=== design 1 ===
design_1/clock_map.png
Scale: 3 px per um.
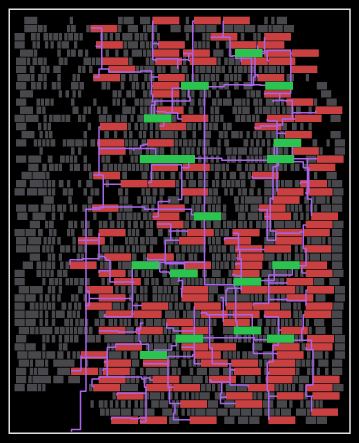

## src/rtl/fetch_unit.sv

```systemverilog
// Instruction fetch stage: program counter, synchronous halfword fetch and
// assembly of 16/32-bit instructions, with redirect handling from execute.
module fetch_unit #(
  parameter int PC_WIDTH = 20
) (
  input  logic                clock,
  input  logic                reset,
  input  logic                stall,
  input  logic [2:0]          pcjumpenable,
  input  logic [8:0]          pcchange,
  input  logic [5:0]          pclocation,
  input  logic [PC_WIDTH-1:0] branch_pc,
  output logic [PC_WIDTH-1:0] prog_rd,
  input  logic [15:0]         prog_rd_out,
  output logic [31:0]         instruction,
  output logic                instruction_valid,
  output logic [PC_WIDTH-1:0] programcounter,
  output logic [PC_WIDTH-1:0] previous_programcounter
);

  typedef enum logic [0:0] {
    ST_LOW  = 1'b0,
    ST_HIGH = 1'b1
  } state_t;

  localparam logic [PC_WIDTH-1:0] PC_ONE = {{(PC_WIDTH-1){1'b0}}, 1'b1};
  localparam logic [PC_WIDTH-1:0] PC_TWO = {{(PC_WIDTH-2){1'b0}}, 2'b10};

  state_t              state_r;
  state_t              state_next_s;
  logic [PC_WIDTH-1:0] fetch_pc_r;
  logic [PC_WIDTH-1:0] resp_pc_r;
  logic                resp_valid_r;
  logic [15:0]         hold_lo_r;
  logic [PC_WIDTH-1:0] hold_pc_r;
  logic [31:0]         instruction_r;
  logic                instruction_valid_r;
  logic [PC_WIDTH-1:0] programcounter_r;
  logic [PC_WIDTH-1:0] previous_programcounter_r;

  logic                redirect_s;
  logic [PC_WIDTH-1:0] target_s;
  logic [PC_WIDTH-1:0] offset_ext_s;
  logic                advance_s;
  logic                assemble_s;
  logic                issue_s;
  logic                capture_s;
  logic [31:0]         issue_instr_s;
  logic [PC_WIDTH-1:0] issue_pc_s;
  logic [PC_WIDTH-1:0] issue_prev_s;

  assign offset_ext_s = {{(PC_WIDTH-9){pcchange[8]}}, pcchange};
  assign advance_s    = !redirect_s && !stall;
  assign assemble_s   = advance_s && resp_valid_r;

  // While stalled, re-request the in-flight address so returning data stays aligned with resp_pc.
  assign prog_rd = stall ? resp_pc_r : fetch_pc_r;

  // Redirect decode: relative codes add a signed halfword offset, absolute codes zero-extend.
  always_comb begin
    redirect_s = 1'b0;
    target_s   = {PC_WIDTH{1'b0}};
    case (pcjumpenable)
      3'd1, 3'd4: begin
        redirect_s = 1'b1;
        target_s   = branch_pc + offset_ext_s;
      end
      3'd2, 3'd3: begin
        redirect_s = 1'b1;
        target_s   = {{(PC_WIDTH-6){1'b0}}, pclocation};
      end
      default: begin
        redirect_s = 1'b0;
        target_s   = {PC_WIDTH{1'b0}};
      end
    endcase
  end

  // Assembly state register.
  always_ff @(posedge clock or posedge reset) begin
    if (reset) begin
      state_r <= ST_LOW;
    end else begin
      state_r <= state_next_s;
    end
  end

  // Next-state: a redirect always abandons any half-built 32-bit instruction.
  always_comb begin
    state_next_s = state_r;
    if (redirect_s) begin
      state_next_s = ST_LOW;
    end else if (assemble_s) begin
      case (state_r)
        ST_LOW:  state_next_s = prog_rd_out[15] ? ST_HIGH : ST_LOW;
        ST_HIGH: state_next_s = ST_LOW;
        default: state_next_s = ST_LOW;
      endcase
    end else begin
      state_next_s = state_r;
    end
  end

  // Assembly outputs: what to issue or capture for the halfword returning this cycle.
  always_comb begin
    issue_s       = 1'b0;
    capture_s     = 1'b0;
    issue_instr_s = 32'h0000_0000;
    issue_pc_s    = {PC_WIDTH{1'b0}};
    issue_prev_s  = {PC_WIDTH{1'b0}};
    if (assemble_s) begin
      case (state_r)
        ST_LOW: begin
          if (prog_rd_out[15]) begin
            capture_s = 1'b1;
          end else begin
            issue_s       = 1'b1;
            issue_instr_s = {16'h0000, prog_rd_out};
            issue_pc_s    = resp_pc_r;
            issue_prev_s  = resp_pc_r + PC_ONE;
          end
        end
        ST_HIGH: begin
          issue_s       = 1'b1;
          issue_instr_s = {prog_rd_out, hold_lo_r};
          issue_pc_s    = hold_pc_r;
          issue_prev_s  = hold_pc_r + PC_TWO;
        end
        default: begin
          issue_s   = 1'b0;
          capture_s = 1'b0;
        end
      endcase
    end else begin
      issue_s   = 1'b0;
      capture_s = 1'b0;
    end
  end

  // Fetch pointers, holding registers and registered instruction outputs.
  always_ff @(posedge clock or posedge reset) begin
    if (reset) begin
      fetch_pc_r                <= {PC_WIDTH{1'b0}};
      resp_pc_r                 <= {PC_WIDTH{1'b0}};
      resp_valid_r              <= 1'b0;
      hold_lo_r                 <= 16'h0000;
      hold_pc_r                 <= {PC_WIDTH{1'b0}};
      instruction_r             <= 32'h0000_0000;
      instruction_valid_r       <= 1'b0;
      programcounter_r          <= {PC_WIDTH{1'b0}};
      previous_programcounter_r <= {PC_WIDTH{1'b0}};
    end else if (redirect_s) begin
      // resp_pc also takes the target so a stall straight after a redirect keeps requesting it.
      fetch_pc_r          <= target_s;
      resp_pc_r           <= target_s;
      resp_valid_r        <= 1'b0;
      instruction_valid_r <= 1'b0;
    end else if (stall) begin
      fetch_pc_r          <= fetch_pc_r;
      resp_pc_r           <= resp_pc_r;
      resp_valid_r        <= resp_valid_r;
      instruction_valid_r <= instruction_valid_r;
    end else begin
      resp_pc_r    <= fetch_pc_r;
      resp_valid_r <= 1'b1;
      fetch_pc_r   <= fetch_pc_r + PC_ONE;
      if (capture_s) begin
        hold_lo_r <= prog_rd_out;
        hold_pc_r <= resp_pc_r;
      end
      if (issue_s) begin
        instruction_r             <= issue_instr_s;
        programcounter_r          <= issue_pc_s;
        previous_programcounter_r <= issue_prev_s;
        instruction_valid_r       <= 1'b1;
      end else begin
        instruction_valid_r <= 1'b0;
      end
    end
  end

  assign instruction             = instruction_r;
  assign instruction_valid       = instruction_valid_r;
  assign programcounter          = programcounter_r;
  assign previous_programcounter = previous_programcounter_r;

endmodule
```

## config.mk

```make
export PLATFORM = sky130hd
export DESIGN_NAME = fetch_unit
export DESIGN_NICKNAME = d
export VERILOG_FILES = /design/src/rtl/fetch_unit.sv
export SDC_FILE = /design/constraint.sdc
export NUM_CORES = 1
export LEC_CHECK = 0
export ABC_AREA = 1
export CAP_MARGIN = 20
export CORE_ASPECT_RATIO = 1.25
export CORE_UTILIZATION = 58
export CTS_CLUSTER_SIZE = 25
export DETAILED_ROUTE_END_ITERATION = 12
export PLACE_DENSITY = 0.95
export SETUP_SLACK_MARGIN = 0.2
export SYNTH_ARGS = -nofsm -noshare
export SYNTH_HDL_FRONTEND = slang
export SYNTH_SLANG_ARGS = --single-unit
```

## constraint.sdc

```tcl
create_clock -name clock -period 8.7 [get_ports clock]
set_clock_uncertainty 0.05 [all_clocks]
set_input_delay 1.305 -clock clock [delete_from_list [all_inputs] [get_ports clock]]
set_output_delay 1.305 -clock clock [all_outputs]
set_load 0.1 [all_outputs]
```

=== design 2 ===
### src/rtl/symbol_feeder.sv
// symbol_feeder: serializes 8-bit words into four 2-bit symbols, MSB pair first.
// A one-word holding buffer lets the next word be loaded while the current
// word shifts out, so a steady source gives back-to-back words with no gap.
//
// Ports:
//   clock      rising-edge system clock
//   clear_n    asynchronous active-low reset
//   din        word to serialize
//   load       write strobe for din (accepted only when ready=1)
//   hold       stall request from the downstream stage
//   ready      holding buffer empty
//   x1, x0     current symbol (MSB, LSB)
//   sym_valid  x1/x0 carry a live symbol
//   last       current symbol is the 4th of its word
//   word_cnt   count of fully emitted words (mod 256)
//   ovf        sticky: a load arrived while the buffer was full
//
// All outputs are decoded from registers only; no input reaches an output
// combinationally.
module symbol_feeder (
    input  logic       clock,
    input  logic       clear_n,
    input  logic [7:0] din,
    input  logic       load,
    input  logic       hold,
    output logic       ready,
    output logic       x1,
    output logic       x0,
    output logic       sym_valid,
    output logic       last,
    output logic [7:0] word_cnt,
    output logic       ovf
);

    localparam int unsigned W_DATA = 8;
    localparam int unsigned W_IDX  = 2;

    typedef enum logic {
        IDLE  = 1'b0,
        SHIFT = 1'b1
    } state_t;

    state_t              state_q, state_d;
    logic [W_DATA-1:0]   hbuf_q, hbuf_d;
    logic                hfull_q, hfull_d;
    logic [W_DATA-1:0]   sreg_q, sreg_d;
    logic [W_IDX-1:0]    idx_q, idx_d;
    logic [W_DATA-1:0]   word_cnt_q, word_cnt_d;
    logic                ovf_q, ovf_d;
    logic [1:0]          sym_c;

    // State register
    always_ff @(posedge clock or negedge clear_n) begin
        if (!clear_n) begin
            state_q    <= IDLE;
            hbuf_q     <= '0;
            hfull_q    <= 1'b0;
            sreg_q     <= '0;
            idx_q      <= '0;
            word_cnt_q <= '0;
            ovf_q      <= 1'b0;
        end else begin
            state_q    <= state_d;
            hbuf_q     <= hbuf_d;
            hfull_q    <= hfull_d;
            sreg_q     <= sreg_d;
            idx_q      <= idx_d;
            word_cnt_q <= word_cnt_d;
            ovf_q      <= ovf_d;
        end
    end

    // Next-state logic
    always_comb begin
        state_d    = state_q;
        hbuf_d     = hbuf_q;
        hfull_d    = hfull_q;
        sreg_d     = sreg_q;
        idx_d      = idx_q;
        word_cnt_d = word_cnt_q;
        ovf_d      = ovf_q;

        // Drain side: move hbuf into the shifter when allowed
        case (state_q)
            IDLE: begin
                if (hfull_q && !hold) begin
                    sreg_d  = hbuf_q;
                    hfull_d = 1'b0;
                    idx_d   = '0;
                    state_d = SHIFT;
                end
            end
            SHIFT: begin
                if (!hold) begin
                    if (idx_q != W_IDX'(3)) begin
                        idx_d = W_IDX'(idx_q + W_IDX'(1));
                    end else begin
                        word_cnt_d = W_DATA'(word_cnt_q + W_DATA'(1));
                        if (hfull_q) begin
                            sreg_d  = hbuf_q;
                            hfull_d = 1'b0;
                            idx_d   = '0;
                        end else begin
                            state_d = IDLE;
                        end
                    end
                end
            end
            default: state_d = IDLE;
        endcase

        // Fill side: judged on the pre-edge full flag, so a load coincident
        // with a drain of a full buffer is still dropped.
        if (load) begin
            if (!hfull_q) begin
                hbuf_d  = din;
                hfull_d = 1'b1;
            end else begin
                ovf_d = 1'b1;
            end
        end
    end

    // Symbol decode from the shifter, MSB pair first
    always_comb begin
        sym_c = 2'b00;
        if (state_q == SHIFT) begin
            case (idx_q)
                2'd0:    sym_c = sreg_q[7:6];
                2'd1:    sym_c = sreg_q[5:4];
                2'd2:    sym_c = sreg_q[3:2];
                default: sym_c = sreg_q[1:0];
            endcase
        end
    end

    assign ready     = ~hfull_q;
    assign x1        = sym_c[1];
    assign x0        = sym_c[0];
    assign sym_valid = (state_q == SHIFT);
    assign last      = (state_q == SHIFT) && (idx_q == W_IDX'(3));
    assign word_cnt  = word_cnt_q;
    assign ovf       = ovf_q;

endmodule

### config.mk
export PLATFORM = sky130hd
export DESIGN_NAME = symbol_feeder
export DESIGN_NICKNAME = d
export VERILOG_FILES = /design/src/rtl/symbol_feeder.sv
export SDC_FILE = /design/constraint.sdc
export NUM_CORES = 1
export LEC_CHECK = 0
export ABC_AREA = 1
export CAP_MARGIN = 20
export CORE_MARGIN = 5
export CORE_UTILIZATION = 40
export CTS_CLUSTER_DIAMETER = 30
export DETAILED_ROUTE_END_ITERATION = 6
export GPL_ROUTABILITY_DRIVEN = 1
export PLACE_DENSITY = 0.75
export REMOVE_ABC_BUFFERS = 1
export SETUP_SLACK_MARGIN = 0.5
export SYNTH_ARGS = -nofsm -noshare
export SYNTH_HDL_FRONTEND = slang
export SYNTH_SLANG_ARGS = --single-unit
export TNS_END_PERCENT = 20
### constraint.sdc
create_clock -name clock -period 1.3 [get_ports clock]
set_input_delay 0.13 -clock clock [delete_from_list [all_inputs] [get_ports clock]]
set_output_delay 0.13 -clock clock [all_outputs]
set_load 0.01 [all_outputs]
design_1/port_nets.png
Scale: 3 px per um.
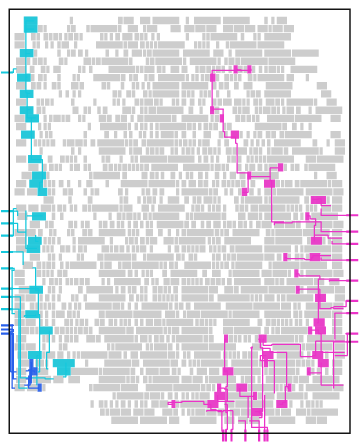
colour	port	bits	direction	edge	end cells	buffers	wire
cyan	pcchange	9	input	left	21	9	304 um
magenta	prog_rd_out	16	input	9 right, 7 bottom	40	16	655 um
blue	pcjumpenable	3	input	left	5	3	80.9 um
num ports: 150
count of input and output buffers: 149

## Picture notes: design_1/clock_map.png
[purple] clock wires | length: 1760 um
[red] flip-flops | count: 151
[green] cells driving clock nets | count: 17
routed clock nets	18
flops lie	spread over the die
clk latency late pin: 430 ps
power in the clock group: 0.000723 W
Clk pwr share: 21.3%

==> impl_metrics.xml, design 1 <==
<?xml version="1.0" encoding="UTF-8"?>
<metrics>
  <group name="worst_setup_path">
    <metric name="critical_path.reg2reg.endpoint" unit="">hold_lo_r[6]</metric>
    <metric name="worst_ep_arrival_time" unit="ps">4230</metric>
    <metric name="timing.critical_path.depth" unit="">5</metric>
    <metric name="worstSetupEndpoint" unit="">prog_rd[7]</metric>
  </group>
  <group name="finish">
    <metric name="largest_register_ffs" unit="">32</metric>
    <metric name="fin_nets" unit="">1470</metric>
    <metric name="layout.core_utilization" unit="%">74.16</metric>
    <metric name="non_clock_inverter_count" unit="">133</metric>
    <metric name="fraction_of_final_layout_cells_sized_beyond_drive_strength_1" unit="%">3.564</metric>
    <metric name="layout.clock.cell_area_share" unit="%">5.192</metric>
    <metric name="clock_buffer_count" unit="">19</metric>
    <metric name="seq_area" unit="mm2">0.003780</metric>
    <metric name="top_area_cell_class" unit="">combinational gates</metric>
    <metric name="area.share.combinational" unit="%">40.11</metric>
  </group>
  <group name="clock_network">
    <metric name="htree_levels" unit="">4</metric>
    <metric name="tritoncts.num_buffers" unit="">17</metric>
    <metric name="cts_tree" unit="">built</metric>
  </group>
  <group name="sta">
    <metric name="setup_ws" unit="ps">3116</metric>
  </group>
  <group name="synth">
    <metric name="synth_flop_count" unit="">151</metric>
    <metric name="async_flop_share" unit="%">100.0</metric>
    <metric name="ys_types" unit="">39</metric>
    <metric name="ff_type" unit="">sky130_fd_sc_hd__dfrtp_1</metric>
    <metric name="synth.cellmix.simpleShare" unit="%">30.47</metric>
    <metric name="yosys_warnings" unit="">0</metric>
    <metric name="synth_seq_share" unit="%">42.24</metric>
    <metric name="synth_stat.cells" unit="">1261</metric>
    <metric name="post_synthesis_area_per_instance" unit="um2">7.093</metric>
  </group>
  <group name="power_and_ir_drop">
    <metric name="switching_power" unit="W">0.001712</metric>
    <metric name="power_density" unit="mW/mm2">304.2</metric>
    <metric name="combinationalPower" unit="W">0.00161</metric>
  </group>
  <group name="grt">
    <metric name="grt_use_total" unit="%">33.74</metric>
    <metric name="overflow" unit="">0</metric>
    <metric name="maximum_number_of_pins_on_one_net_before_global_route_repair" unit="">86</metric>
  </group>
  <group name="route">
    <metric name="detailedRoute.firstIterationViolations" unit="">849</metric>
    <metric name="totalWireLength" unit="um">25930</metric>
    <metric name="drc" unit="">0</metric>
  </group>
  <group name="placed_design">
    <metric name="setup_slack_at_placement" unit="ps">3173</metric>
  </group>
  <group name="status">
    <metric name="run_status" unit="">finished, final reports clean</metric>
  </group>
  <group name="die">
    <metric name="floorplan.die.height" unit="um">140.8</metric>
  </group>
</metrics>
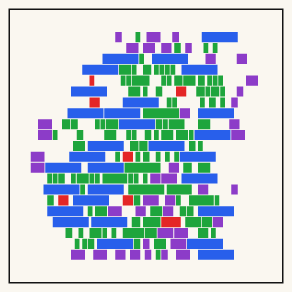
design_2/cell_classes.png
Scale: 4 px per um.
colour	class	cells
purple	other buffers and delay cells	41
red	clock drivers and dummy loads	7
blue	flip-flops	29
green	all other logic	112
floorplan row count: 21
register fraction of the total cell area: 38.77%
post-layout instance area: 0.001872 mm2
core occupancy in the finished layout: 56.99%

==> impl_metrics.xml, design 2 <==
<?xml version="1.0" encoding="UTF-8"?>
<metrics>
  <group name="synth">
    <metric name="synthMuxAreaShare" unit="%">0</metric>
    <metric name="largest_area_cell" unit="">sky130_fd_sc_hd__dfrtp_1</metric>
    <metric name="synth_area" unit="mm2">0.001345</metric>
    <metric name="synth_stat.cells" unit="">142</metric>
  </group>
  <group name="die">
    <metric name="core-area" unit="mm2">0.003284</metric>
    <metric name="fp_util" unit="%">40.95</metric>
    <metric name="dieWidth" unit="um">67.99</metric>
    <metric name="design.die.area" unit="mm2">0.004622</metric>
  </group>
  <group name="sta">
    <metric name="finalSetupViolations" unit="">22</metric>
    <metric name="holdWs" unit="ps">198.4</metric>
    <metric name="setup_ws" unit="ps">-261.3</metric>
    <metric name="measured_slew_at_the_worst_slew_check_pin" unit="ps">359.8</metric>
    <metric name="final.period_utilization" unit="%">120.1</metric>
    <metric name="relSlewSlack" unit="%">76.01</metric>
  </group>
  <group name="finish">
    <metric name="num_antenna_cells" unit="">0</metric>
    <metric name="non_clock_inverter_count" unit="">19</metric>
    <metric name="clock_buffer_count" unit="">7</metric>
    <metric name="layout.cells.non_filler" unit="">235</metric>
    <metric name="area.share.combinational" unit="%">33.69</metric>
  </group>
  <group name="power_and_ir_drop">
    <metric name="power.group.top" unit="">combinational cells</metric>
    <metric name="p_leak" unit="nW">0.9036</metric>
    <metric name="power_frac_comb" unit="%">48.3</metric>
  </group>
  <group name="worst_setup_path">
    <metric name="startpoint_type" unit="">flop</metric>
    <metric name="worst_r2r_path_depth" unit="">7</metric>
    <metric name="worstSetupEndpoint" unit="">x0</metric>
    <metric name="worst-r2r-setup-slack" unit="ps">-160</metric>
  </group>
  <group name="clock_network">
    <metric name="postCtsResizedCells" unit="">56</metric>
    <metric name="ctsRootBufferMaster" unit="">sky130_fd_sc_hd__clkbuf_4</metric>
  </group>
  <group name="route">
    <metric name="detailedRoute.firstIterationViolations" unit="">42</metric>
  </group>
  <group name="status">
    <metric name="violations" unit="">setup timing</metric>
    <metric name="run_status" unit="">finished, violations left</metric>
  </group>
</metrics>

## Gallery

M3 wires.
picture 1
Scale: 3 px per um.
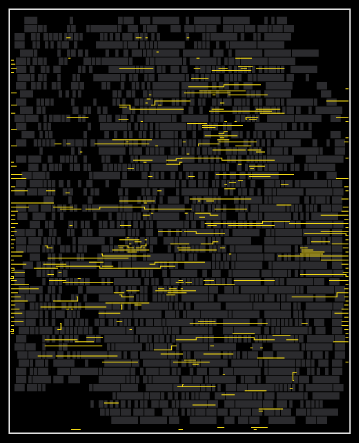
picture 2
Scale: 6 px per um.
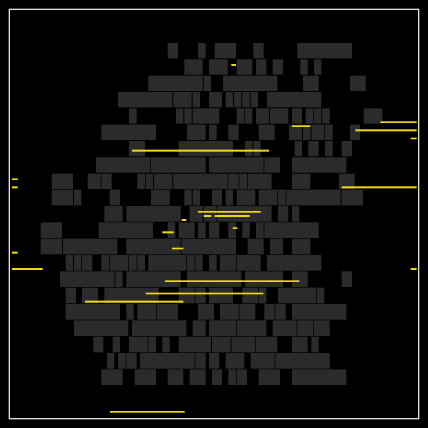
Of these, largest die: picture 1
- picture 2 = design 2
- picture 1 = design 1

Key to picture 1:
longest straight run	26.7 um
share of all routed wire	6.3%
main direction	horizontal



==> gallery <==
Clock nets.
(a)
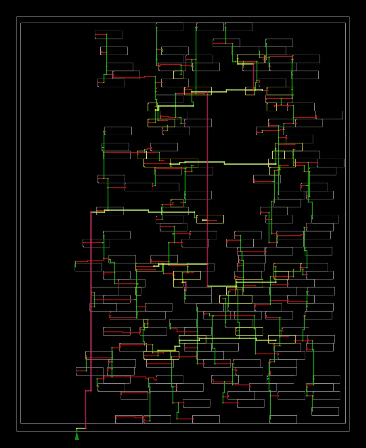
(b)
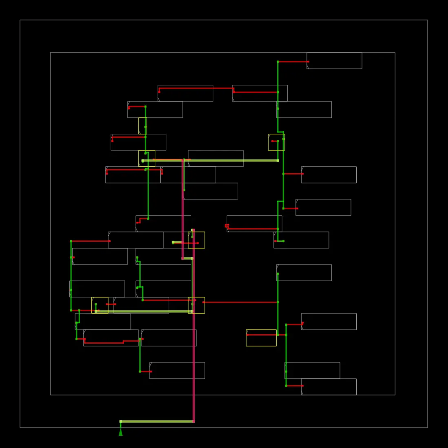
| picture | from |
|---|---|
| (b) | design 2 |
| (a) | design 1 |
- most clock buffers: (a)
- most sequential cells: (a)

Power figures rest on the tool's default switching activity, not on a simulated workload.
